==================== ray_inv_dir_unit_flat
ray_inv_dir_unit_flat, routing congestion map:
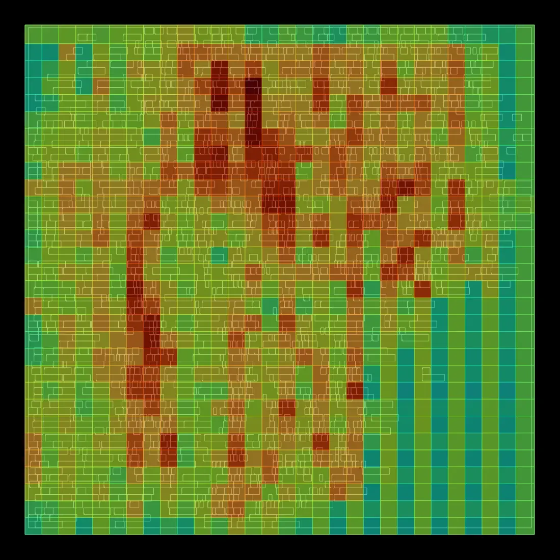

==> src/rtl/ray_inv_dir_unit_pkg.sv <==
// Shared defaults, vector typedefs and the controller state encoding for the
// ray inverse-direction unit.
package ray_inv_dir_unit_pkg;

   localparam int NUM_CH_DEF = 3;
   localparam int IN_W_DEF   = 32;
   localparam int FRAC_DEF   = 16;
   localparam int OUT_W_DEF  = IN_W_DEF + 2;

   typedef logic signed [IN_W_DEF-1:0]  ray_dir_t [NUM_CH_DEF];
   typedef logic signed [OUT_W_DEF-1:0] inv_dir_t [NUM_CH_DEF];

   typedef enum logic [2:0] {
      IDLE,
      LOAD,
      DIV,
      FIN,
      OUT
   } state_t;

endpackage

==> src/rtl/ray_inv_dir_unit_if.sv <==
// Request/response bundle between ray generation, the reciprocal unit and
// the BVH traversal front end.
interface ray_inv_dir_unit_if
   import ray_inv_dir_unit_pkg::*;
#(
   parameter int NUM_CH = NUM_CH_DEF,
   parameter int IN_W   = IN_W_DEF,
   parameter int OUT_W  = IN_W + 2
) ();

   logic                    in_valid;
   logic                    in_ready;
   logic [NUM_CH*IN_W-1:0]  in_dir;
   logic                    out_valid;
   logic                    out_ready;
   logic [NUM_CH*OUT_W-1:0] out_inv;
   logic [NUM_CH-1:0]       out_dbz;
   logic                    busy;

   modport master (
      output in_valid, in_dir, out_ready,
      input  in_ready, out_valid, out_inv, out_dbz, busy
   );

   modport slave (
      input  in_valid, in_dir, out_ready,
      output in_ready, out_valid, out_inv, out_dbz, busy
   );

endinterface

==> src/rtl/ray_inv_dir_unit_recip_radix2_core.sv <==
// Single-channel restoring radix-2 divider computing floor(2^(2*FRAC)/m).
// A start pulse latches m and clears the state; the quotient is complete on
// the edge where done is high (2*FRAC+1 iterations later).
module recip_radix2_core
   import ray_inv_dir_unit_pkg::*;
#(
   parameter int IN_W = IN_W_DEF,
   parameter int FRAC = FRAC_DEF
) (
   input  logic              clk,
   input  logic              rst,
   input  logic              start,
   input  logic [IN_W-1:0]   m,
   output logic              done,
   output logic [2*FRAC:0]   q
);

   localparam int QB = 2*FRAC + 1;
   localparam int IW = $clog2(QB + 1);

   logic [IN_W-1:0] m_reg;
   logic [IN_W:0]   rem;
   logic [IN_W:0]   rem_sh;
   logic [IW-1:0]   iter;
   logic            active;
   logic            nbit;
   logic            ge;

   // One restoring step: shift in the next numerator bit and trial-subtract.
   // Only the MSB of 2^(2*FRAC) is set, so it enters on the first iteration.
   always_comb begin
      nbit   = (iter == '0);
      rem_sh = {rem[IN_W-1:0], nbit};
      ge     = rem[IN_W] | (rem_sh >= {1'b0, m_reg});
      done   = active && (iter == IW'(QB - 1));
   end

   // Iteration state; start restarts the division, rst aborts it.
   always_ff @(posedge clk) begin
      if (rst) begin
         active <= 1'b0;
      end else if (start) begin
         active <= 1'b1;
         iter   <= '0;
         rem    <= '0;
         q      <= '0;
         m_reg  <= m;
      end else if (active) begin
         rem  <= ge ? (rem_sh - {1'b0, m_reg}) : rem_sh;
         q    <= {q[QB-2:0], ge};
         iter <= iter + IW'(1);
         if (done) active <= 1'b0;
      end
   end

endmodule

==> src/rtl/ray_inv_dir_unit.sv <==
// Per-component fixed-point reciprocal of a ray direction vector. One shared
// iterative divider is time-multiplexed across the channels; each channel
// takes LOAD + (2*FRAC+1) DIV + FIN cycles, so latency is data-independent.
module ray_inv_dir_unit
   import ray_inv_dir_unit_pkg::*;
#(
   parameter int NUM_CH = NUM_CH_DEF,
   parameter int IN_W   = IN_W_DEF,
   parameter int FRAC   = FRAC_DEF
) (
   input logic               sysclk,
   input logic               rst,
   ray_inv_dir_unit_if.slave bus
);

   localparam int OUT_W = IN_W + 2;
   localparam int QB    = 2*FRAC + 1;
   localparam int CH_W  = (NUM_CH > 1) ? $clog2(NUM_CH) : 1;

   // The m=1 result 2^(2*FRAC) must fit below the output sign bit.
   if (2*FRAC >= OUT_W - 1) begin : g_width_check
      $error("ray_inv_dir_unit: OUT_W too small for 2^(2*FRAC)");
   end

   state_t                  state, state_n;
   logic [CH_W-1:0]         ch;
   logic [NUM_CH*IN_W-1:0]  dir_reg;
   logic signed [IN_W-1:0]  d_sel;
   logic [IN_W-1:0]         m_sel;
   logic                    neg_reg;
   logic                    zero_reg;
   logic                    core_start;
   logic                    core_done;
   logic [QB-1:0]           core_q;
   logic [NUM_CH*OUT_W-1:0] inv_reg;
   logic [NUM_CH-1:0]       dbz_reg;

   // Magnitude as unsigned; the most negative input maps exactly to 2^(IN_W-1).
   function automatic logic [IN_W-1:0] mag_of(input logic signed [IN_W-1:0] d);
      return d[IN_W-1] ? unsigned'(-d) : unsigned'(d);
   endfunction

   // Restore the sign (truncation toward zero) or saturate a zero divisor.
   function automatic logic signed [OUT_W-1:0] sign_sat(input logic [QB-1:0] qv,
                                                        input logic neg,
                                                        input logic zero);
      logic signed [OUT_W-1:0] mag;
      mag = signed'(OUT_W'(qv));
      if (zero)     return {1'b0, {(OUT_W-1){1'b1}}};
      else if (neg) return -mag;
      else          return mag;
   endfunction

   assign d_sel      = dir_reg[ch*IN_W +: IN_W];
   assign m_sel      = mag_of(d_sel);
   assign core_start = (state == LOAD);

   recip_radix2_core #(
      .IN_W (IN_W),
      .FRAC (FRAC)
   ) u_core (
      .clk   (sysclk),
      .rst   (rst),
      .start (core_start),
      .m     (m_sel),
      .done  (core_done),
      .q     (core_q)
   );

   // Controller state register.
   always_ff @(posedge sysclk) begin
      if (rst) state <= IDLE;
      else     state <= state_n;
   end

   // Next-state: walk LOAD/DIV/FIN once per channel, then hold in OUT.
   always_comb begin
      state_n = state;
      case (state)
         IDLE:    if (bus.in_valid) state_n = LOAD;
         LOAD:    state_n = DIV;
         DIV:     if (core_done) state_n = FIN;
         FIN:     state_n = (ch == CH_W'(NUM_CH - 1)) ? OUT : LOAD;
         OUT:     if (bus.out_ready) state_n = IDLE;
         default: state_n = IDLE;
      endcase
   end

   // Input capture, per-channel sign/zero, and the result register.
   always_ff @(posedge sysclk) begin
      if (rst) begin
         ch      <= '0;
         inv_reg <= '0;
         dbz_reg <= '0;
      end else begin
         case (state)
            IDLE: if (bus.in_valid) begin
               dir_reg <= bus.in_dir;
               ch      <= '0;
            end
            LOAD: begin
               neg_reg  <= d_sel[IN_W-1];
               zero_reg <= (m_sel == '0);
            end
            FIN: begin
               inv_reg[ch*OUT_W +: OUT_W] <= sign_sat(core_q, neg_reg, zero_reg);
               dbz_reg[ch]                <= zero_reg;
               if (ch != CH_W'(NUM_CH - 1)) ch <= ch + CH_W'(1);
            end
            default: ;
         endcase
      end
   end

   assign bus.in_ready  = (state == IDLE) && !rst;
   assign bus.out_valid = (state == OUT);
   assign bus.busy      = (state != IDLE);
   assign bus.out_inv   = inv_reg;
   assign bus.out_dbz   = dbz_reg;

endmodule

==> src/flat_wrapper.sv <==
// flat-port wrapper written by rule: the top's interface ports become plain ports
module ray_inv_dir_unit_flat import ray_inv_dir_unit_pkg::*;
#(
   parameter int NUM_CH = NUM_CH_DEF,
   parameter int IN_W   = IN_W_DEF,
   parameter int FRAC   = FRAC_DEF
)
  (sysclk, rst, bus_in_valid, bus_in_dir, bus_out_ready, bus_in_ready, bus_out_valid, bus_out_inv, bus_out_dbz, bus_busy);
  ray_inv_dir_unit_if #(.NUM_CH(NUM_CH), .IN_W(IN_W), .OUT_W((IN_W + 2))) bus_i ();
  input logic sysclk;
  input logic rst;
  input wire logic [$bits(bus_i.in_valid)-1:0] bus_in_valid;
  input wire logic [$bits(bus_i.in_dir)-1:0] bus_in_dir;
  input wire logic [$bits(bus_i.out_ready)-1:0] bus_out_ready;
  output wire logic [$bits(bus_i.in_ready)-1:0] bus_in_ready;
  output wire logic [$bits(bus_i.out_valid)-1:0] bus_out_valid;
  output wire logic [$bits(bus_i.out_inv)-1:0] bus_out_inv;
  output wire logic [$bits(bus_i.out_dbz)-1:0] bus_out_dbz;
  output wire logic [$bits(bus_i.busy)-1:0] bus_busy;
  assign bus_i.in_valid = bus_in_valid;
  assign bus_i.in_dir = bus_in_dir;
  assign bus_i.out_ready = bus_out_ready;
  assign bus_in_ready = bus_i.in_ready;
  assign bus_out_valid = bus_i.out_valid;
  assign bus_out_inv = bus_i.out_inv;
  assign bus_out_dbz = bus_i.out_dbz;
  assign bus_busy = bus_i.busy;
  ray_inv_dir_unit #(.NUM_CH(NUM_CH), .IN_W(IN_W), .FRAC(FRAC)) u_core (.sysclk(sysclk), .rst(rst), .bus(bus_i));
endmodule
==> config.mk <==
export PLATFORM = sky130hd
export DESIGN_NAME = ray_inv_dir_unit_flat
export DESIGN_NICKNAME = d
export VERILOG_FILES = /design/src/rtl/ray_inv_dir_unit_pkg.sv /design/src/rtl/ray_inv_dir_unit_if.sv /design/src/rtl/ray_inv_dir_unit_recip_radix2_core.sv /design/src/rtl/ray_inv_dir_unit.sv /design/src/flat_wrapper.sv
export SDC_FILE = /design/constraint.sdc
export NUM_CORES = 1
export LEC_CHECK = 0
export ABC_AREA = 0
export CORE_UTILIZATION = 39
export DETAILED_ROUTE_END_ITERATION = 8
export PLACE_DENSITY = 0.59
export RECOVER_POWER = 50
export SYNTH_ARGS = -nofsm -noshare
export SYNTH_HDL_FRONTEND = slang
export SYNTH_SLANG_ARGS = --single-unit
==> constraint.sdc <==
create_clock -name sysclk -period 9.9 [get_ports sysclk]
set_clock_uncertainty 0.15 [all_clocks]
set_input_delay 0.99 -clock sysclk [delete_from_list [all_inputs] [get_ports sysclk]]
set_output_delay 0.99 -clock sysclk [all_outputs]
set_load 0.03 [all_outputs]
==================== sync_fifo_flat
==> src/rtl/sync_fifo_if.sv <==
// Handshake/status bundle for sync_fifo; the user side drives through master, the FIFO uses slave.
// overflow/underflow are present only when SYNC_FIFO_ERR_EN is defined.
interface sync_fifo_if #(
    parameter int WIDTH    = 8,
    parameter int PTRWIDTH = 2
);
    logic                clear;
    logic                wr_en;
    logic [WIDTH-1:0]    data_in;
    logic                rd_en;
    logic [WIDTH-1:0]    data_out;
    logic                valid;
    logic [PTRWIDTH:0]   usedw;
    logic                empty;
    logic                full;
    logic                almost_empty;
    logic                almost_full;
`ifdef SYNC_FIFO_ERR_EN
    logic                overflow;
    logic                underflow;
`endif

    modport master (
        output clear, wr_en, data_in, rd_en,
        input  data_out, valid, usedw, empty, full, almost_empty, almost_full
`ifdef SYNC_FIFO_ERR_EN
        , input overflow, underflow
`endif
    );

    modport slave (
        input  clear, wr_en, data_in, rd_en,
        output data_out, valid, usedw, empty, full, almost_empty, almost_full
`ifdef SYNC_FIFO_ERR_EN
        , output overflow, underflow
`endif
    );
endinterface

==> src/rtl/sync_fifo.sv <==
// Single-clock FIFO, depth 2**PTRWIDTH, registered flags, standard or show-ahead (FWFT) read.
// Optional sticky overflow/underflow outputs when SYNC_FIFO_ERR_EN is defined.
module sync_fifo #(
    parameter int WIDTH    = 8,
    parameter int PTRWIDTH = 2,
    parameter int AF_LEVEL = 3,
    parameter int AE_LEVEL = 1,
    parameter int FWFT     = 0
) (
    input logic        clk,
    input logic        rst_n,
    sync_fifo_if.slave bus
);
    localparam int DEPTH = 2 ** PTRWIDTH;

    if (!(AE_LEVEL >= 0 && AE_LEVEL < AF_LEVEL && AF_LEVEL <= DEPTH)) begin : g_bad_levels
        $error("sync_fifo: need 0 <= AE_LEVEL < AF_LEVEL <= 2**PTRWIDTH");
    end

    logic [WIDTH-1:0]  mem [DEPTH];
    logic [PTRWIDTH:0] wr_ptr, rd_ptr, wr_ptr_n, rd_ptr_n, used_n;
    logic [PTRWIDTH:0] usedw_q;
    logic              empty_q, full_q, ae_q, af_q;
    logic              wr_acc, rd_acc, flush;
    logic [WIDTH-1:0]  dout;
    logic              vld;

    assign flush  = !rst_n || bus.clear;
    assign wr_acc = bus.wr_en && !full_q;
    assign rd_acc = bus.rd_en && !empty_q;

    always_comb begin
        wr_ptr_n = wr_ptr + {{PTRWIDTH{1'b0}}, wr_acc};
        rd_ptr_n = rd_ptr + {{PTRWIDTH{1'b0}}, rd_acc};
        if (flush) begin
            wr_ptr_n = '0;
            rd_ptr_n = '0;
        end
        used_n = wr_ptr_n - rd_ptr_n;
    end

    // Flags are derived from the next pointers so they change on the accepting edge.
    always_ff @(posedge clk) begin
        wr_ptr  <= wr_ptr_n;
        rd_ptr  <= rd_ptr_n;
        usedw_q <= used_n;
        empty_q <= (wr_ptr_n == rd_ptr_n);
        full_q  <= (wr_ptr_n[PTRWIDTH-1:0] == rd_ptr_n[PTRWIDTH-1:0]) &&
                   (wr_ptr_n[PTRWIDTH] != rd_ptr_n[PTRWIDTH]);
        ae_q    <= (int'(used_n) <= AE_LEVEL);
        af_q    <= (int'(used_n) >= AF_LEVEL);
    end

    always_ff @(posedge clk) begin
        if (wr_acc && !flush)
            mem[wr_ptr[PTRWIDTH-1:0]] <= bus.data_in;
    end

    if (FWFT == 0) begin : g_std
        always_ff @(posedge clk) begin
            if (!rst_n) begin
                dout <= '0;
                vld  <= 1'b0;
            end else if (bus.clear) begin
                vld  <= 1'b0;
            end else begin
                vld  <= rd_acc;
                if (rd_acc)
                    dout <= mem[rd_ptr[PTRWIDTH-1:0]];
            end
        end
    end else begin : g_fwft
        // Head word is shown directly; blanked while empty so nothing stale leaks out.
        assign vld  = !empty_q;
        assign dout = empty_q ? '0 : mem[rd_ptr[PTRWIDTH-1:0]];
    end

`ifdef SYNC_FIFO_ERR_EN
    logic ovf_q, unf_q;
    always_ff @(posedge clk) begin
        if (flush) begin
            ovf_q <= 1'b0;
            unf_q <= 1'b0;
        end else begin
            ovf_q <= ovf_q || (bus.wr_en && full_q);
            unf_q <= unf_q || (bus.rd_en && empty_q);
        end
    end
    assign bus.overflow  = ovf_q;
    assign bus.underflow = unf_q;
`endif

    assign bus.data_out     = dout;
    assign bus.valid        = vld;
    assign bus.usedw        = usedw_q;
    assign bus.empty        = empty_q;
    assign bus.full         = full_q;
    assign bus.almost_empty = ae_q;
    assign bus.almost_full  = af_q;
endmodule

==> src/flat_wrapper.sv <==
// flat-port wrapper written by rule: the top's interface ports become plain ports
module sync_fifo_flat 
#(
    parameter int WIDTH    = 8,
    parameter int PTRWIDTH = 2,
    parameter int AF_LEVEL = 3,
    parameter int AE_LEVEL = 1,
    parameter int FWFT     = 0
)
  (clk, rst_n, bus_clear, bus_wr_en, bus_data_in, bus_rd_en, bus_data_out, bus_valid, bus_usedw, bus_empty, bus_full, bus_almost_empty, bus_almost_full);
  sync_fifo_if #(.WIDTH(WIDTH), .PTRWIDTH(PTRWIDTH)) bus_i ();
  input logic clk;
  input logic rst_n;
  input wire logic [$bits(bus_i.clear)-1:0] bus_clear;
  input wire logic [$bits(bus_i.wr_en)-1:0] bus_wr_en;
  input wire logic [$bits(bus_i.data_in)-1:0] bus_data_in;
  input wire logic [$bits(bus_i.rd_en)-1:0] bus_rd_en;
  output wire logic [$bits(bus_i.data_out)-1:0] bus_data_out;
  output wire logic [$bits(bus_i.valid)-1:0] bus_valid;
  output wire logic [$bits(bus_i.usedw)-1:0] bus_usedw;
  output wire logic [$bits(bus_i.empty)-1:0] bus_empty;
  output wire logic [$bits(bus_i.full)-1:0] bus_full;
  output wire logic [$bits(bus_i.almost_empty)-1:0] bus_almost_empty;
  output wire logic [$bits(bus_i.almost_full)-1:0] bus_almost_full;
  assign bus_i.clear = bus_clear;
  assign bus_i.wr_en = bus_wr_en;
  assign bus_i.data_in = bus_data_in;
  assign bus_i.rd_en = bus_rd_en;
  assign bus_data_out = bus_i.data_out;
  assign bus_valid = bus_i.valid;
  assign bus_usedw = bus_i.usedw;
  assign bus_empty = bus_i.empty;
  assign bus_full = bus_i.full;
  assign bus_almost_empty = bus_i.almost_empty;
  assign bus_almost_full = bus_i.almost_full;
  sync_fifo #(.WIDTH(WIDTH), .PTRWIDTH(PTRWIDTH), .AF_LEVEL(AF_LEVEL), .AE_LEVEL(AE_LEVEL), .FWFT(FWFT)) u_core (.clk(clk), .rst_n(rst_n), .bus(bus_i));
endmodule
==> config.mk <==
export PLATFORM = sky130hd
export DESIGN_NAME = sync_fifo_flat
export DESIGN_NICKNAME = d
export VERILOG_FILES = /design/src/rtl/sync_fifo_if.sv /design/src/rtl/sync_fifo.sv /design/src/flat_wrapper.sv
export SDC_FILE = /design/constraint.sdc
export NUM_CORES = 1
export LEC_CHECK = 0
export CAP_MARGIN = 20
export CORE_UTILIZATION = 40
export DETAILED_ROUTE_END_ITERATION = 16
export GPL_TIMING_DRIVEN = 1
export RECOVER_POWER = 50
export SLEW_MARGIN = 20
export SYNTH_ARGS = -nofsm -noshare
export SYNTH_HDL_FRONTEND = slang
export SYNTH_SLANG_ARGS = --single-unit
==> constraint.sdc <==
create_clock -name clk -period 3.05 [get_ports clk]
set_input_delay 0.4575 -clock clk [delete_from_list [all_inputs] [get_ports clk]]
set_output_delay 0.4575 -clock clk [all_outputs]
set_load 0.01 [all_outputs]
==================== topk_sort_chain_flat
[config.mk]
export PLATFORM = sky130hd
export DESIGN_NAME = topk_sort_chain_flat
export DESIGN_NICKNAME = d
export VERILOG_FILES = /design/src/rtl/topk_sort_chain_if.sv /design/src/rtl/topk_sort_chain.sv /design/src/flat_wrapper.sv
export SDC_FILE = /design/constraint.sdc
export NUM_CORES = 2
export LEC_CHECK = 0
export CAP_MARGIN = 5
export CORE_ASPECT_RATIO = 0.9
export CORE_MARGIN = 10
export CORE_UTILIZATION = 45
export CTS_CLUSTER_SIZE = 12
export DETAILED_ROUTE_END_ITERATION = 7
export GPL_TIMING_DRIVEN = 0
export MAX_ROUTING_LAYER = met4
export SLEW_MARGIN = 15
export SYNTH_ARGS = -nofsm -noshare
export SYNTH_HDL_FRONTEND = slang
export SYNTH_SLANG_ARGS = --single-unit
[constraint.sdc]
create_clock -name clk -period 9.45 [get_ports clk]
set_input_delay 2.835 -clock clk [delete_from_list [all_inputs] [get_ports clk]]
set_output_delay 2.835 -clock clk [all_outputs]
set_load 0.02 [all_outputs]
[src/rtl/topk_sort_chain_if.sv]
// Valid/ready stream bundle for topk_sort_chain: candidate input stream and drained output stream.
// Records are packed {distance, pointa, pointb}, MSB first.
interface topk_sort_chain_if #(
  parameter int unsigned NUM_POINTS = 1000,
  parameter int unsigned DIM_W      = 17
);
  // Squared 3-D Euclidean distance of DIM_W-bit coordinates.
  localparam int unsigned DIST_W = 2 * DIM_W + 2;
  localparam int unsigned PT_W   = $clog2(NUM_POINTS);
  localparam int unsigned CONN_W = DIST_W + 2 * PT_W;

  logic [CONN_W-1:0] conn_in;
  logic              conn_in_vld;
  logic              conn_in_rdy;
  logic [CONN_W-1:0] conn_out;
  logic              conn_out_vld;
  logic              conn_out_rdy;
  logic              conn_out_last;

  modport master (
    output conn_in,
    output conn_in_vld,
    input  conn_in_rdy,
    input  conn_out,
    input  conn_out_vld,
    output conn_out_rdy,
    input  conn_out_last
  );

  modport slave (
    input  conn_in,
    input  conn_in_vld,
    output conn_in_rdy,
    output conn_out,
    output conn_out_vld,
    input  conn_out_rdy,
    output conn_out_last
  );
endinterface

[src/rtl/topk_sort_chain.sv]
// Top-K selector: keeps the DEPTH best conn records sorted with single-cycle insertion, drains on request.
// Optional SORT_CHAIN_STATS_EN adds saturating accepted/dropped counters.
module topk_sort_chain #(
  parameter int unsigned NUM_POINTS = 1000,
  parameter int unsigned DIM_W      = 17,
  parameter int unsigned DEPTH      = 16,
  parameter int unsigned SORT_OP    = 0,
  localparam int unsigned CNT_W     = $clog2(DEPTH + 1)
) (
  input  logic                    clk,
  input  logic                    rst_n,
  input  logic                    clear,
  input  logic                    drain_start,
  topk_sort_chain_if.slave        bus,
  output logic                    drain_done,
  output logic [CNT_W-1:0]        count
`ifdef SORT_CHAIN_STATS_EN
  ,
  output logic [31:0]             stat_accepted,
  output logic [31:0]             stat_dropped
`endif
);

  localparam int unsigned DIST_W = 2 * DIM_W + 2;
  localparam int unsigned PT_W   = $clog2(NUM_POINTS);

  typedef struct packed {
    logic [DIST_W-1:0] distance;
    logic [PT_W-1:0]   pointa;
    logic [PT_W-1:0]   pointb;
  } conn_t;

  typedef enum logic [0:0] {StFill, StDrain} state_e;

  // Empty slots hold the worst possible distance so they never look better than real data.
  localparam logic [DIST_W-1:0] DistInit = (SORT_OP == 0) ? {DIST_W{1'b1}} : {DIST_W{1'b0}};
  localparam conn_t EntInit = '{distance: DistInit, pointa: '0, pointb: '0};

  if (SORT_OP > 1) begin : g_bad_sort_op
    $fatal(1, "topk_sort_chain: SORT_OP must be 0 or 1");
  end
  if (DEPTH < 2 || DEPTH > 256) begin : g_bad_depth
    $fatal(1, "topk_sort_chain: DEPTH must be in 2..256");
  end

  state_e           r_state, w_state_nxt;
  conn_t            r_ent     [DEPTH];
  conn_t            w_ent_nxt [DEPTH];
  conn_t            w_prev    [DEPTH];
  conn_t            w_next    [DEPTH];
  logic [CNT_W-1:0] r_count, w_count_nxt;
  logic             r_done, w_done_nxt;
  conn_t            w_new;
  logic [DEPTH-1:0] w_keep;
  logic [DEPTH-1:0] w_ins;
  logic [DEPTH-1:0] w_shf;
  logic             w_accept;
  logic             w_full;
  logic             w_out_vld;
  logic             w_pop;

  assign w_new     = conn_t'(bus.conn_in);
  assign w_full    = (r_count == CNT_W'(DEPTH));
  assign w_accept  = (r_state == StFill) && bus.conn_in_vld;
  assign w_out_vld = (r_state == StDrain) && (r_count != '0);
  assign w_pop     = w_out_vld && bus.conn_out_rdy;

  // Valid entries no worse than the candidate stay put; this is a prefix because the list is sorted.
  // Keeping equal entries ahead of the candidate makes insertion stable.
  for (genvar gi = 0; gi < DEPTH; gi++) begin : g_slot
    logic w_better;
    if (SORT_OP == 0) begin : g_min
      assign w_better = (w_new.distance < r_ent[gi].distance);
    end else begin : g_max
      assign w_better = (w_new.distance > r_ent[gi].distance);
    end
    assign w_keep[gi] = (CNT_W'(gi) < r_count) && !w_better;

    if (gi == 0) begin : g_head
      assign w_ins[gi]  = ~w_keep[gi];
      assign w_shf[gi]  = 1'b0;
      assign w_prev[gi] = EntInit;
    end else begin : g_body
      assign w_ins[gi]  = ~w_keep[gi] & w_keep[gi-1];
      assign w_shf[gi]  = ~w_keep[gi-1];
      assign w_prev[gi] = r_ent[gi-1];
    end

    if (gi == DEPTH - 1) begin : g_tail
      assign w_next[gi] = EntInit;
    end else begin : g_mid
      assign w_next[gi] = r_ent[gi+1];
    end
  end

  always_comb begin
    w_state_nxt = r_state;
    w_count_nxt = r_count;
    w_done_nxt  = 1'b0;
    w_ent_nxt   = r_ent;
    unique case (r_state)
      StFill: begin
        // A full list whose entries are all kept discards the candidate: no slot selects it.
        if (w_accept) begin
          for (int i = 0; i < DEPTH; i++) begin
            if (w_ins[i]) begin
              w_ent_nxt[i] = w_new;
            end else if (w_shf[i]) begin
              w_ent_nxt[i] = w_prev[i];
            end
          end
          if (!w_full) begin
            w_count_nxt = r_count + CNT_W'(1);
          end
        end
        if (drain_start) begin
          if ((r_count == '0) && !w_accept) begin
            w_done_nxt = 1'b1;
          end else begin
            w_state_nxt = StDrain;
          end
        end
      end
      StDrain: begin
        if (r_count == '0) begin
          w_state_nxt = StFill;
          w_done_nxt  = 1'b1;
        end else if (w_pop) begin
          for (int i = 0; i < DEPTH; i++) begin
            w_ent_nxt[i] = w_next[i];
          end
          w_count_nxt = r_count - CNT_W'(1);
          if (r_count == CNT_W'(1)) begin
            w_state_nxt = StFill;
            w_done_nxt  = 1'b1;
          end
        end
      end
      default: begin
        w_state_nxt = StFill;
      end
    endcase
  end

  always_ff @(posedge clk) begin
    if (!rst_n || clear) begin
      r_state <= StFill;
      r_count <= '0;
      r_done  <= 1'b0;
      for (int i = 0; i < DEPTH; i++) begin
        r_ent[i] <= EntInit;
      end
    end else begin
      r_state <= w_state_nxt;
      r_count <= w_count_nxt;
      r_done  <= w_done_nxt;
      for (int i = 0; i < DEPTH; i++) begin
        r_ent[i] <= w_ent_nxt[i];
      end
    end
  end

  assign bus.conn_in_rdy   = (r_state == StFill);
  assign bus.conn_out      = w_out_vld ? r_ent[0] : '0;
  assign bus.conn_out_vld  = w_out_vld;
  assign bus.conn_out_last = (r_state == StDrain) && (r_count == CNT_W'(1));
  assign drain_done        = r_done;
  assign count             = r_count;

`ifdef SORT_CHAIN_STATS_EN
  logic [31:0] r_stat_acc;
  logic [31:0] r_stat_drop;

  // Accepting into a full list always loses one record: the old tail or the candidate itself.
  always_ff @(posedge clk) begin
    if (!rst_n || clear) begin
      r_stat_acc  <= '0;
      r_stat_drop <= '0;
    end else begin
      if (w_accept && (r_stat_acc != 32'hFFFF_FFFF)) begin
        r_stat_acc <= r_stat_acc + 32'd1;
      end
      if (w_accept && w_full && (r_stat_drop != 32'hFFFF_FFFF)) begin
        r_stat_drop <= r_stat_drop + 32'd1;
      end
    end
  end

  assign stat_accepted = r_stat_acc;
  assign stat_dropped  = r_stat_drop;
`endif

endmodule

[src/flat_wrapper.sv]
// flat-port wrapper written by rule: the top's interface ports become plain ports
module topk_sort_chain_flat 
#(
  parameter int unsigned NUM_POINTS = 1000,
  parameter int unsigned DIM_W      = 17,
  parameter int unsigned DEPTH      = 16,
  parameter int unsigned SORT_OP    = 0,
  localparam int unsigned CNT_W     = $clog2(DEPTH + 1)
)
  (clk, rst_n, clear, drain_start, drain_done, count, bus_conn_in, bus_conn_in_vld, bus_conn_in_rdy, bus_conn_out, bus_conn_out_vld, bus_conn_out_rdy, bus_conn_out_last);
  topk_sort_chain_if #(.NUM_POINTS(NUM_POINTS), .DIM_W(DIM_W)) bus_i ();
  input  logic clk;
  input  logic rst_n;
  input  logic clear;
  input  logic drain_start;
  output logic drain_done;
  output logic [CNT_W-1:0] count;
  input wire logic [$bits(bus_i.conn_in)-1:0] bus_conn_in;
  input wire logic [$bits(bus_i.conn_in_vld)-1:0] bus_conn_in_vld;
  output wire logic [$bits(bus_i.conn_in_rdy)-1:0] bus_conn_in_rdy;
  output wire logic [$bits(bus_i.conn_out)-1:0] bus_conn_out;
  output wire logic [$bits(bus_i.conn_out_vld)-1:0] bus_conn_out_vld;
  input wire logic [$bits(bus_i.conn_out_rdy)-1:0] bus_conn_out_rdy;
  output wire logic [$bits(bus_i.conn_out_last)-1:0] bus_conn_out_last;
  assign bus_i.conn_in = bus_conn_in;
  assign bus_i.conn_in_vld = bus_conn_in_vld;
  assign bus_conn_in_rdy = bus_i.conn_in_rdy;
  assign bus_conn_out = bus_i.conn_out;
  assign bus_conn_out_vld = bus_i.conn_out_vld;
  assign bus_i.conn_out_rdy = bus_conn_out_rdy;
  assign bus_conn_out_last = bus_i.conn_out_last;
  topk_sort_chain #(.NUM_POINTS(NUM_POINTS), .DIM_W(DIM_W), .DEPTH(DEPTH), .SORT_OP(SORT_OP)) u_core (.clk(clk), .rst_n(rst_n), .clear(clear), .drain_start(drain_start), .bus(bus_i), .drain_done(drain_done), .count(count));
endmodule
ray_inv_dir_unit_flat, local utilization:
The die is cut into 21 by 21 equal tiles; white is low, dark blue is high, 0 to 100% covered.
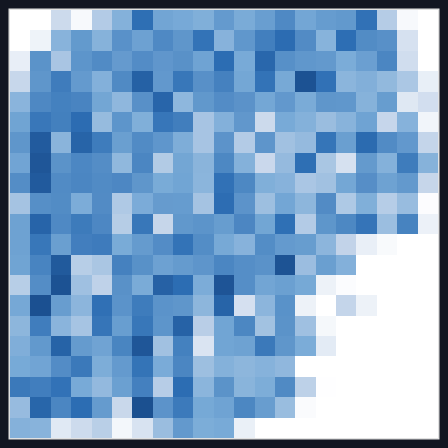
emptiest ninth of the die = bottom right
fullest tile = 87%
tiles over 75% full = 6.8%
mean over tiles = 45%

## Picture notes: 'routing congestion map' of ray_inv_dir_unit_flat
global routing usage summed across all routing layers: 0.2202
GR peak layer: met2
met2 Use GR: 0.3618
final core area utilization: 0.4819

==> flow_summary.html, ray_inv_dir_unit_flat <==
<!-- implementation run metrics -->
<table>
<tr><th>Metric</th><th>Value</th></tr>
<tr><th colspan="2">Outcome</th></tr>
<tr><td>Run status</td><td>finished, violations left</td></tr>
<tr><td>Violated checks</td><td>max-capacitance violations, max-slew violations</td></tr>
<tr><th colspan="2">Floorplanning</th></tr>
<tr><td>Vertical die dimension</td><td>207.7 microns</td></tr>
<tr><td>Horizontal die size</td><td>207.7 microns</td></tr>
<tr><td>I/O Pins</td><td>208</td></tr>
<tr><th colspan="2">Routing</th></tr>
<tr><td>Initial DRC Count</td><td>1,096</td></tr>
<tr><th colspan="2">Worst hold path</th></tr>
<tr><td>Number of instances on the worst hold path</td><td>2</td></tr>
<tr><th colspan="2">Critical path</th></tr>
<tr><td>Slack of the worst reg-to-reg path</td><td>3230 ps</td></tr>
<tr><th colspan="2">GRT</th></tr>
<tr><td>Overall overflow remaining after global route</td><td>0</td></tr>
<tr><td>GRT met3 Usage</td><td>0.03722</td></tr>
<tr><th colspan="2">Pwr</th></tr>
<tr><td>Main power group</td><td>sequential cells</td></tr>
<tr><td>Combinational Power Share</td><td>0.139</td></tr>
<tr><th colspan="2">Final layout</th></tr>
<tr><td>Count of clock buffers in the final design</td><td>49</td></tr>
<tr><th colspan="2">Final timing</th></tr>
<tr><td>Post-route setup TNS</td><td>0 ps</td></tr>
<tr><td>Final slew viol count</td><td>332</td></tr>
<tr><th colspan="2">Synthesis</th></tr>
<tr><td>Cell accounting for the most synthesized area</td><td>sky130_fd_sc_hd__edfxtp_1</td></tr>
<tr><td>Post-synth EDFFs</td><td>202</td></tr>
<tr><td>Yosys stat cell total</td><td>1,648</td></tr>
<tr><td>Ys Warns</td><td>0</td></tr>
<tr><td>Mux contribution to synthesized area</td><td>0.03752</td></tr>
<tr><th colspan="2">Flow run</th></tr>
<tr><td>Number of max-cap violations</td><td>8</td></tr>
</table>
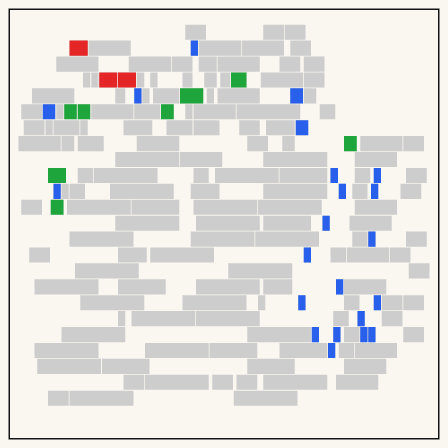
sync_fifo_flat: logic cells by family
green -> and/or cells  # cells 8, most used and2_0
blue -> nand cells  # cells 22, most used nand2_1
red -> xor and xnor cells  # cells 3, most used xnor2_1

==> flow_summary.html, sync_fifo_flat <==
<!-- implementation run metrics -->
<table>
<tr><th>Metric</th><th>Value</th></tr>
<tr><th colspan="2">Synthesis</th></tr>
<tr><td>Yosys stat cell total</td><td>135</td></tr>
<tr><td>Area fraction in full adders, half adders and majority gates</td><td>0.04694</td></tr>
<tr><td>Main area contributors</td><td>sky130_fd_sc_hd__edfxtp_1, sky130_fd_sc_hd__dfxtp_1, sky130_fd_sc_hd__mux4_2</td></tr>
<tr><td>Fraction of synthesized cell area taken by the top area cell type</td><td>0.4744</td></tr>
<tr><td>Synthesized area</td><td>2026 sq um</td></tr>
<tr><th colspan="2">Critical path</th></tr>
<tr><td>Endpoint kind of the worst setup timing path</td><td>flip-flop</td></tr>
<tr><td>Slack of the worst reg-to-reg path</td><td>760 ps</td></tr>
<tr><th colspan="2">Final timing</th></tr>
<tr><td>Tcrit/Tclk final</td><td>0.8578</td></tr>
<tr><td>Maximum operating frequency</td><td>382.2 MHz</td></tr>
<tr><td>Setup repair after global routing missed its margin</td><td>no</td></tr>
<tr><th colspan="2">Outcome</th></tr>
<tr><td>Run status</td><td>complete, no violations</td></tr>
<tr><th colspan="2">Final layout</th></tr>
<tr><td>Layout cells sized above 1</td><td>0.1183</td></tr>
<tr><td>Nonclk inv count</td><td>5</td></tr>
<tr><td>Number of cells in the finished layout apart from fillers</td><td>236</td></tr>
<tr><td>Final core area utilization</td><td>0.5229</td></tr>
<tr><th colspan="2">Clocking</th></tr>
<tr><td>Cell chosen for the clock root</td><td>sky130_fd_sc_hd__clkbuf_8</td></tr>
<tr><td>Clock H-tree levels</td><td>2</td></tr>
<tr><th colspan="2">Routing</th></tr>
<tr><td>Vias</td><td>1,120</td></tr>
<tr><td>Average wire length per cell after detail routing</td><td>13.86 microns</td></tr>
<tr><td>Routed length on met2</td><td>1608 microns</td></tr>
<tr><th colspan="2">Flow run</th></tr>
<tr><td>Number of max-cap violations</td><td>0</td></tr>
<tr><th colspan="2">Pwr</th></tr>
<tr><td>Clock power frac</td><td>0.352</td></tr>
<tr><th colspan="2">Placed design</th></tr>
<tr><td>Routability congestion estimate from global placement</td><td>0.7392</td></tr>
<tr><td>Worst-case setup slack after placement</td><td>249.9 ps</td></tr>
</table>
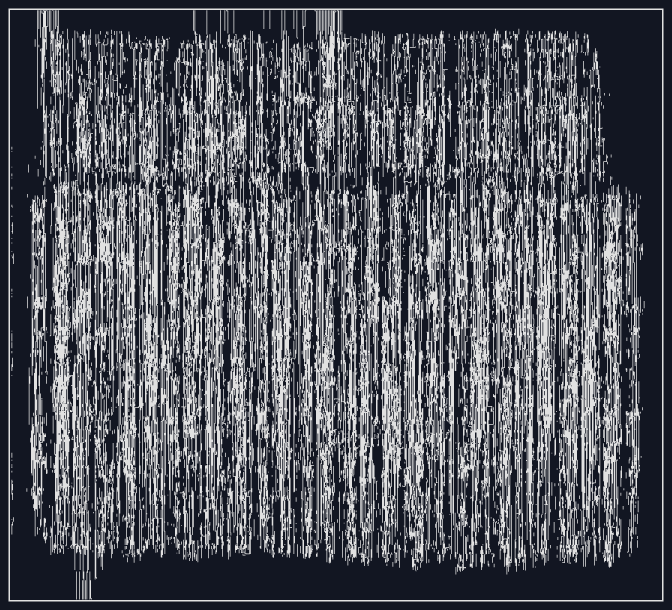
topk_sort_chain_flat: signal wires on met2
longest straight run = 177 microns
main direction = vertical

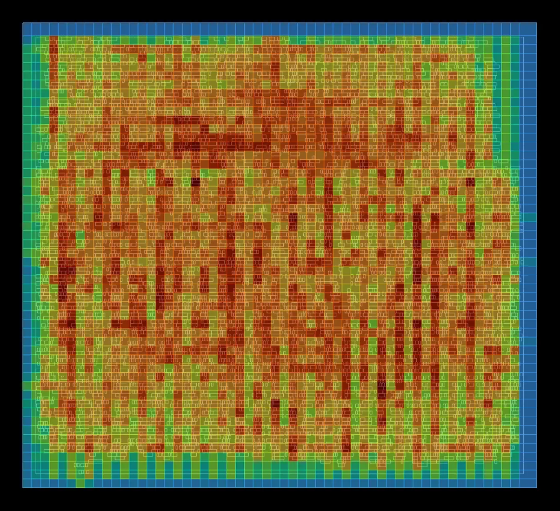
topk_sort_chain_flat: routing congestion map
final core area utilization: 0.5052
GR peak layer: met2
global routing usage summed across all routing layers: 0.3437

==> flow_summary.html, topk_sort_chain_flat <==
<!-- implementation run metrics -->
<table>
<tr><th>Metric</th><th>Value</th></tr>
<tr><th colspan="2">Outcome</th></tr>
<tr><td>Run status</td><td>complete, no violations</td></tr>
<tr><th colspan="2">GRT</th></tr>
<tr><td>Largest net degree at the start of global routing</td><td>23</td></tr>
<tr><td>Met2 Use GR</td><td>0.4870</td></tr>
<tr><td>Number of global-route vias before repair</td><td>55,785</td></tr>
<tr><td>Global-route met1 utilization</td><td>0.4786</td></tr>
<tr><th colspan="2">Synthesis</th></tr>
<tr><td>Syn_area_per_cell</td><td>7.735 sq um</td></tr>
<tr><td>Ys Warns</td><td>0</td></tr>
<tr><td>Share of the yosys chip area belonging to registers</td><td>0.3092</td></tr>
<tr><td>Mux contribution to synthesized area</td><td>0.02348</td></tr>
<tr><td>Fraction of synthesized cell area taken by the top area cell type</td><td>0.3092</td></tr>
<tr><td>Synth cell count leaders</td><td>sky130_fd_sc_hd__a21oi_1, sky130_fd_sc_hd__dfxtp_1, sky130_fd_sc_hd__inv_1, sky130_fd_sc_hd__o21ai_0, sky130_fd_sc_hd__nand2_1</td></tr>
<tr><th colspan="2">Final layout</th></tr>
<tr><td>Count of clock buffers in the final design</td><td>160</td></tr>
<tr><td>Logic share of the area</td><td>0.5365</td></tr>
<tr><th colspan="2">Critical path</th></tr>
<tr><td>R2R cell count</td><td>11</td></tr>
<tr><td>Reg-to-reg startpoint</td><td>u_core.r_ent[444]$_SDFFE_PP1P_</td></tr>
<tr><td>Highest-delay cell along the critical path</td><td>sky130_fd_sc_hd__clkbuf_1</td></tr>
<tr><th colspan="2">Final timing</th></tr>
<tr><td>Slew @ Worst Pin</td><td>1349 ps</td></tr>
<tr><td>Setup-violating endpoint count in the final report</td><td>0</td></tr>
<tr><th colspan="2">Pwr</th></tr>
<tr><td>Clock power frac</td><td>0.427</td></tr>
<tr><td>Sequential power</td><td>4030 uW</td></tr>
<tr><th colspan="2">Floorplanning</th></tr>
<tr><td>Standard cell core area</td><td>129,000 sq um</td></tr>
<tr><td>Chip Area</td><td>144,800 sq um</td></tr>
<tr><th colspan="2">Clocking</th></tr>
<tr><td>Number of cells upsized or downsized after cts</td><td>0</td></tr>
<tr><td>Clock tree sinks</td><td>903</td></tr>
<tr><td>Cell chosen for the clock root</td><td>sky130_fd_sc_hd__clkbuf_16</td></tr>
<tr><th colspan="2">Routing</th></tr>
<tr><td>Highest layer used for signal routing</td><td>met4</td></tr>
<tr><th colspan="2">Worst hold path</th></tr>
<tr><td>Worst Hold Path EP</td><td>u_core.r_ent[765]$_SDFFE_PP1P_</td></tr>
</table>

==> gallery <==
Metal layers overlaid.
(a)
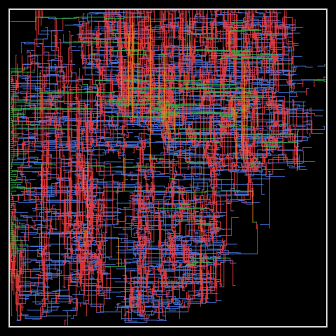
(b)
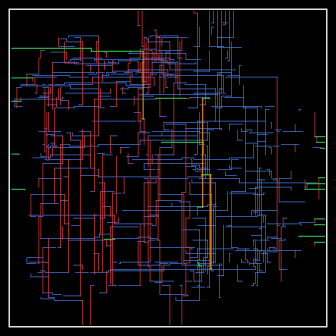
(c)
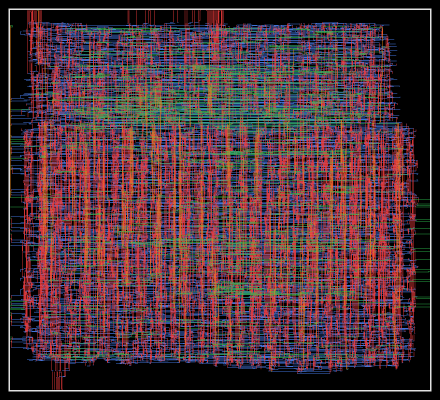
Of these, most wire: (c)
Of these, least wire: (b)
ray_inv_dir_unit_flat -> (a)
sync_fifo_flat -> (b)
topk_sort_chain_flat -> (c)

Key to (c):
blue -> M1  # wire length 115 mm
green -> M3  # wire length 25.1 mm
orange -> M4  # wire length 9,780 microns
red -> M2  # wire length 103 mm


==================== inst_fetcher
inst_fetcher, logic cells by family:
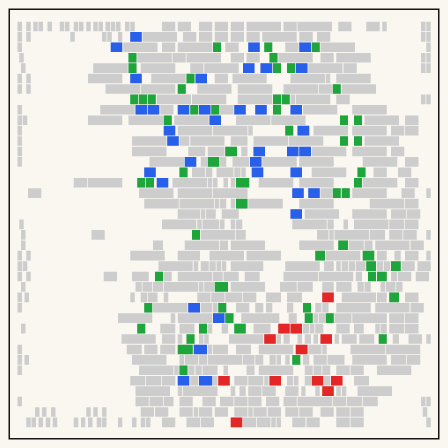
inst_fetcher, routing congestion map:
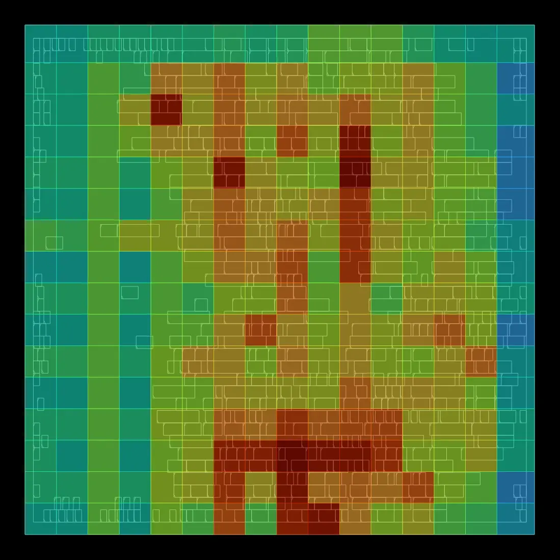
[src/rtl/inst_fetcher_pkg.sv]
// Shared widths, fetch FSM encodings and address helper for the instruction fetcher.
// Imported by inst_fetcher and inst_word_assembler.
package inst_fetcher_pkg;

    localparam int unsigned InstAddrBus = 32;
    localparam int unsigned InstBus     = 32;
    localparam int unsigned ByteBus     = 8;

    localparam logic [InstBus-1:0] ZeroWord = '0;

    typedef logic [1:0] fetch_state_t;

    localparam fetch_state_t FetchIdle   = 2'd0;
    localparam fetch_state_t FetchLookup = 2'd1;
    localparam fetch_state_t FetchMem    = 2'd2;
    localparam fetch_state_t FetchFill   = 2'd3;

    // Byte address within the fetched word; wraps modulo 2^32.
    function automatic logic [InstAddrBus-1:0] byte_addr(input logic [InstAddrBus-1:0] base,
                                                         input logic [2:0] offset);
        return base + {{(InstAddrBus - 3){1'b0}}, offset};
    endfunction

endpackage

[src/rtl/inst_word_assembler.sv]
// Collects four little-endian bytes from the memory port into one instruction word.
// A byte is present the cycle after its grant; done flags the fourth capture.
module inst_word_assembler
    import inst_fetcher_pkg::*;
(
    input  logic               clk,
    input  logic               rst_n,
    input  logic               clear_i,
    input  logic               grant_i,
    input  logic               capture_i,
    input  logic [ByteBus-1:0] byte_i,
    output logic               granted_d_o,
    output logic [InstBus-1:0] word_o,
    output logic               done_o
);

    logic               granted_d_q;
    logic [2:0]         rcv_cnt_q;
    logic [InstBus-1:0] word_q;

    always_ff @(posedge clk or negedge rst_n) begin
        if (!rst_n) begin
            granted_d_q <= 1'b0;
            rcv_cnt_q   <= 3'd0;
            word_q      <= ZeroWord;
        end else if (clear_i) begin
            granted_d_q <= 1'b0;
            rcv_cnt_q   <= 3'd0;
            word_q      <= ZeroWord;
        end else begin
            granted_d_q <= grant_i;
            if (granted_d_q && capture_i) begin
                word_q[{rcv_cnt_q[1:0], 3'b000} +: ByteBus] <= byte_i;
                rcv_cnt_q                                   <= rcv_cnt_q + 3'd1;
            end
        end
    end

    assign granted_d_o = granted_d_q;
    assign word_o      = word_q;
    // Fires while the last byte is on the bus so the word is complete in the next cycle.
    assign done_o      = granted_d_q && capture_i && (rcv_cnt_q == 3'd3);

endmodule

[src/rtl/inst_fetcher.sv]
// Fetch-side initiator: queries the instruction cache, fills it byte-wise from memory on a miss.
// Define INST_CACHE_EN to enable the cache lookup/fill path; undefined skips LOOKUP.
module inst_fetcher
    import inst_fetcher_pkg::*;
(
    input  logic                   clk,
    input  logic                   rst_n,
    input  logic                   if_req_i,
    input  logic [InstAddrBus-1:0] if_pc_i,
    input  logic                   flush_i,
    output logic                   if_ready_o,
    output logic                   if_valid_o,
    output logic [InstBus-1:0]     if_inst_o,
    output logic                   cache_query_o,
    output logic [InstAddrBus-1:0] query_addr_o,
    input  logic                   inst_hit_i,
    input  logic [InstBus-1:0]     inst_cache_i,
    output logic                   cache_enable_o,
    output logic [InstAddrBus-1:0] inst_addr_o,
    output logic [InstBus-1:0]     inst_cache_o,
    output logic                   mem_req_o,
    output logic [InstAddrBus-1:0] mem_addr_o,
    input  logic                   mem_grant_i,
    input  logic [ByteBus-1:0]     mem_byte_i
);

`ifdef INST_CACHE_EN
    localparam fetch_state_t AcceptState = FetchLookup;
    logic unused_in;
    assign unused_in = ^if_pc_i[1:0];
`else
    localparam fetch_state_t AcceptState = FetchMem;
    logic unused_in;
    assign unused_in = ^{if_pc_i[1:0], inst_hit_i, inst_cache_i};
`endif

    fetch_state_t           state_q, state_d;
    logic [InstAddrBus-1:0] pc_q, pc_d;
    logic [2:0]             issue_cnt_q, issue_cnt_d;
    logic                   absorb_q, absorb_d;
    logic                   valid_q, valid_d;
    logic [InstBus-1:0]     inst_q, inst_d;

    logic               asm_clear;
    logic               asm_capture;
    logic               mem_grant;
    logic               granted_d;
    logic               word_done;
    logic [InstBus-1:0] word;

    inst_word_assembler u_word_assembler (
        .clk         (clk),
        .rst_n       (rst_n),
        .clear_i     (asm_clear),
        .grant_i     (mem_grant),
        .capture_i   (asm_capture),
        .byte_i      (mem_byte_i),
        .granted_d_o (granted_d),
        .word_o      (word),
        .done_o      (word_done)
    );

    // absorb_q is the single drain cycle after a flush that caught a byte in flight.
    assign mem_req_o   = (state_q == FetchMem) && !issue_cnt_q[2] && !absorb_q;
    assign mem_grant   = mem_req_o && mem_grant_i;
    assign asm_capture = (state_q == FetchMem) && !absorb_q;
    assign mem_addr_o  = mem_req_o ? byte_addr(pc_q, issue_cnt_q) : ZeroWord;

    always_comb begin
        state_d     = state_q;
        pc_d        = pc_q;
        issue_cnt_d = issue_cnt_q;
        absorb_d    = 1'b0;
        valid_d     = 1'b0;
        inst_d      = ZeroWord;
        asm_clear   = 1'b0;
        case (state_q)
            FetchIdle: begin
                if (if_req_i && !flush_i) begin
                    pc_d        = {if_pc_i[InstAddrBus-1:2], 2'b00};
                    issue_cnt_d = 3'd0;
                    asm_clear   = 1'b1;
                    state_d     = AcceptState;
                end
            end
`ifdef INST_CACHE_EN
            FetchLookup: begin
                if (flush_i) begin
                    state_d = FetchIdle;
                end else if (inst_hit_i) begin
                    valid_d = 1'b1;
                    inst_d  = inst_cache_i;
                    state_d = FetchIdle;
                end else begin
                    issue_cnt_d = 3'd0;
                    asm_clear   = 1'b1;
                    state_d     = FetchMem;
                end
            end
`endif
            FetchMem: begin
                if (absorb_q) begin
                    state_d = FetchIdle;
                end else if (flush_i) begin
                    absorb_d = granted_d;
                    if (!granted_d) state_d = FetchIdle;
                end else begin
                    if (mem_grant) issue_cnt_d = issue_cnt_q + 3'd1;
                    if (word_done) state_d = FetchFill;
                end
            end
            FetchFill: begin
                valid_d = !flush_i;
                inst_d  = flush_i ? ZeroWord : word;
                state_d = FetchIdle;
            end
            default: state_d = FetchIdle;
        endcase
    end

    always_ff @(posedge clk or negedge rst_n) begin
        if (!rst_n) begin
            state_q     <= FetchIdle;
            pc_q        <= ZeroWord;
            issue_cnt_q <= 3'd0;
            absorb_q    <= 1'b0;
            valid_q     <= 1'b0;
            inst_q      <= ZeroWord;
        end else begin
            state_q     <= state_d;
            pc_q        <= pc_d;
            issue_cnt_q <= issue_cnt_d;
            absorb_q    <= absorb_d;
            valid_q     <= valid_d;
            inst_q      <= inst_d;
        end
    end

    assign if_ready_o = (state_q == FetchIdle);
    assign if_valid_o = valid_q;
    assign if_inst_o  = inst_q;

`ifdef INST_CACHE_EN
    assign cache_query_o  = (state_q == FetchLookup);
    assign cache_enable_o = (state_q == FetchFill);
`else
    assign cache_query_o  = 1'b0;
    assign cache_enable_o = 1'b0;
`endif
    assign query_addr_o = cache_query_o ? pc_q : ZeroWord;
    assign inst_addr_o  = cache_enable_o ? pc_q : ZeroWord;
    assign inst_cache_o = cache_enable_o ? word : ZeroWord;

endmodule
[config.mk]
export PLATFORM = sky130hd
export DESIGN_NAME = inst_fetcher
export DESIGN_NICKNAME = d
export VERILOG_FILES = /design/src/rtl/inst_fetcher_pkg.sv /design/src/rtl/inst_word_assembler.sv /design/src/rtl/inst_fetcher.sv
export SDC_FILE = /design/constraint.sdc
export NUM_CORES = 1
export LEC_CHECK = 0
export CAP_MARGIN = 20
export CORE_MARGIN = 1.5
export CORE_UTILIZATION = 46
export CTS_CLUSTER_SIZE = 24
export DETAILED_ROUTE_END_ITERATION = 12
export PLACE_DENSITY = 0.91
export SLEW_MARGIN = 10
export SYNTH_ARGS = -nofsm -noshare
export SYNTH_HDL_FRONTEND = slang
export SYNTH_SLANG_ARGS = --single-unit
[constraint.sdc]
create_clock -name clk -period 5.5 [get_ports clk]
set_input_delay 1.1 -clock clk [delete_from_list [all_inputs] [get_ports clk]]
set_output_delay 1.1 -clock clk [all_outputs]
set_load 0.01 [all_outputs]
==> flow_summary.html <==
<!-- implementation run metrics -->
<table>
<tr><th>Metric</th><th>Value</th></tr>
<tr><th colspan="2">Placed design</th></tr>
<tr><td>Detailed placer's ending HPWL</td><td>8448 microns</td></tr>
<tr><td>Routability congestion estimate from global placement</td><td>0.8363</td></tr>
<tr><td>Number of buffers added on ports</td><td>109</td></tr>
<tr><td>Worst-case setup slack after placement</td><td>1549 ps</td></tr>
<tr><th colspan="2">Critical path</th></tr>
<tr><td>Required time worst endpoint</td><td>4400 ps</td></tr>
<tr><td>Startpoint of the most critical setup path</td><td>state_q[0]$_DFFE_PN0P_</td></tr>
<tr><td>Worst path arrival time</td><td>3260 ps</td></tr>
<tr><td>Critical-path maximum fanout</td><td>29</td></tr>
<tr><td>Slack of the worst reg-to-reg path</td><td>3010 ps</td></tr>
<tr><th colspan="2">Synthesis</th></tr>
<tr><td>Ys Warns</td><td>0</td></tr>
<tr><td>Post-synth EDFFs</td><td>0</td></tr>
<tr><td>Area fraction in full adders, half adders and majority gates</td><td>0.02300</td></tr>
<tr><td>Yosys stat cell total</td><td>500</td></tr>
<tr><td>Post-synth regs</td><td>105</td></tr>
<tr><td>Cell accounting for the most synthesized area</td><td>sky130_fd_sc_hd__dfrtp_1</td></tr>
<tr><td>Dominant flop cell</td><td>sky130_fd_sc_hd__dfrtp_1</td></tr>
<tr><th colspan="2">Final layout</th></tr>
<tr><td>Largest cell class</td><td>registers</td></tr>
<tr><td>Most numerous logic cell after layout</td><td>sky130_fd_sc_hd__clkdlybuf4s50_1</td></tr>
<tr><td>Fin nets</td><td>689</td></tr>
<tr><th colspan="2">Worst hold path</th></tr>
<tr><td>Worst Hold Path EP</td><td>if_inst_o[4]$_DFF_PN0_</td></tr>
<tr><th colspan="2">Final timing</th></tr>
<tr><td>Hold violation count in the final report</td><td>0</td></tr>
<tr><td>Setup repair after global routing missed its margin</td><td>no</td></tr>
<tr><th colspan="2">Pwr</th></tr>
<tr><td>Combinational logic power</td><td>437 uW</td></tr>
<tr><td>Total power per unit cell area</td><td>304.9 nW/um^2</td></tr>
<tr><td>Clock power frac</td><td>0.307</td></tr>
<tr><th colspan="2">Routing</th></tr>
<tr><td>Routed length on met2</td><td>5832 microns</td></tr>
<tr><td>Initial DRC Count</td><td>393</td></tr>
<tr><th colspan="2">Outcome</th></tr>
<tr><td>Run status</td><td>complete, no violations</td></tr>
<tr><th colspan="2">Clocking</th></tr>
<tr><td>Number of buffers between clock root and the deepest sink</td><td>2</td></tr>
</table>
## Picture notes: 'logic cells by family' of inst_fetcher
blue -> non-inverting ao/oa cells  # cells 37, most used a22o_1
red -> xor and xnor cells  # cells 12, most used xnor2_1
green -> and/or cells  # cells 61, most used and2_1

## Picture notes: 'routing congestion map' of inst_fetcher
GR peak layer: met2
met2 Use GR: 0.3004
global-route met1 utilization: 0.2379



==> layout pictures side by side <==
Local utilization.
Plate I
The die is cut into 40 by 36 equal tiles; white is low, dark blue is high, 0 to 100% covered.
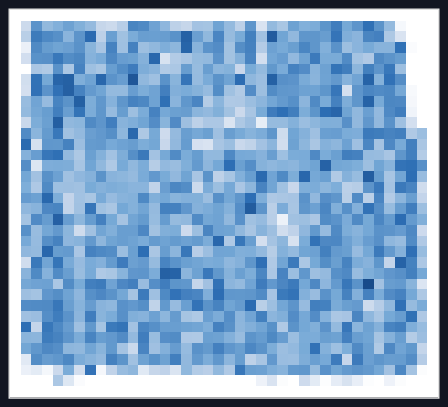
Plate II
The die is cut into 11 by 11 equal tiles; white is low, dark blue is high, 0 to 100% covered.
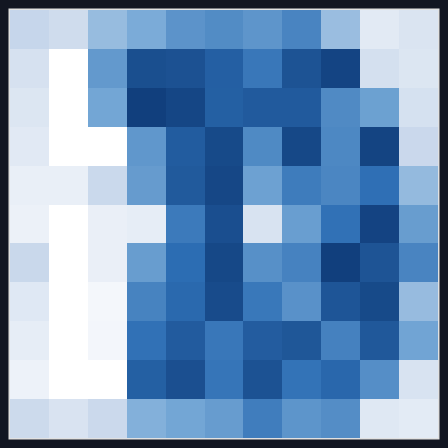
Plate III
The die is cut into 7 by 7 equal tiles; white is low, dark blue is high, 0 to 100% covered.
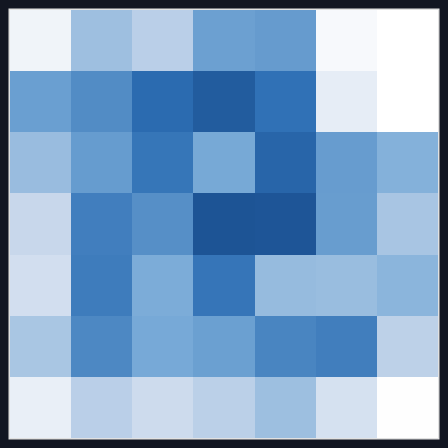
Plate I -> topk_sort_chain_flat
Plate III -> sync_fifo_flat
Plate II -> inst_fetcher

No activity file was given, so power comes from the tool's default toggle rates.
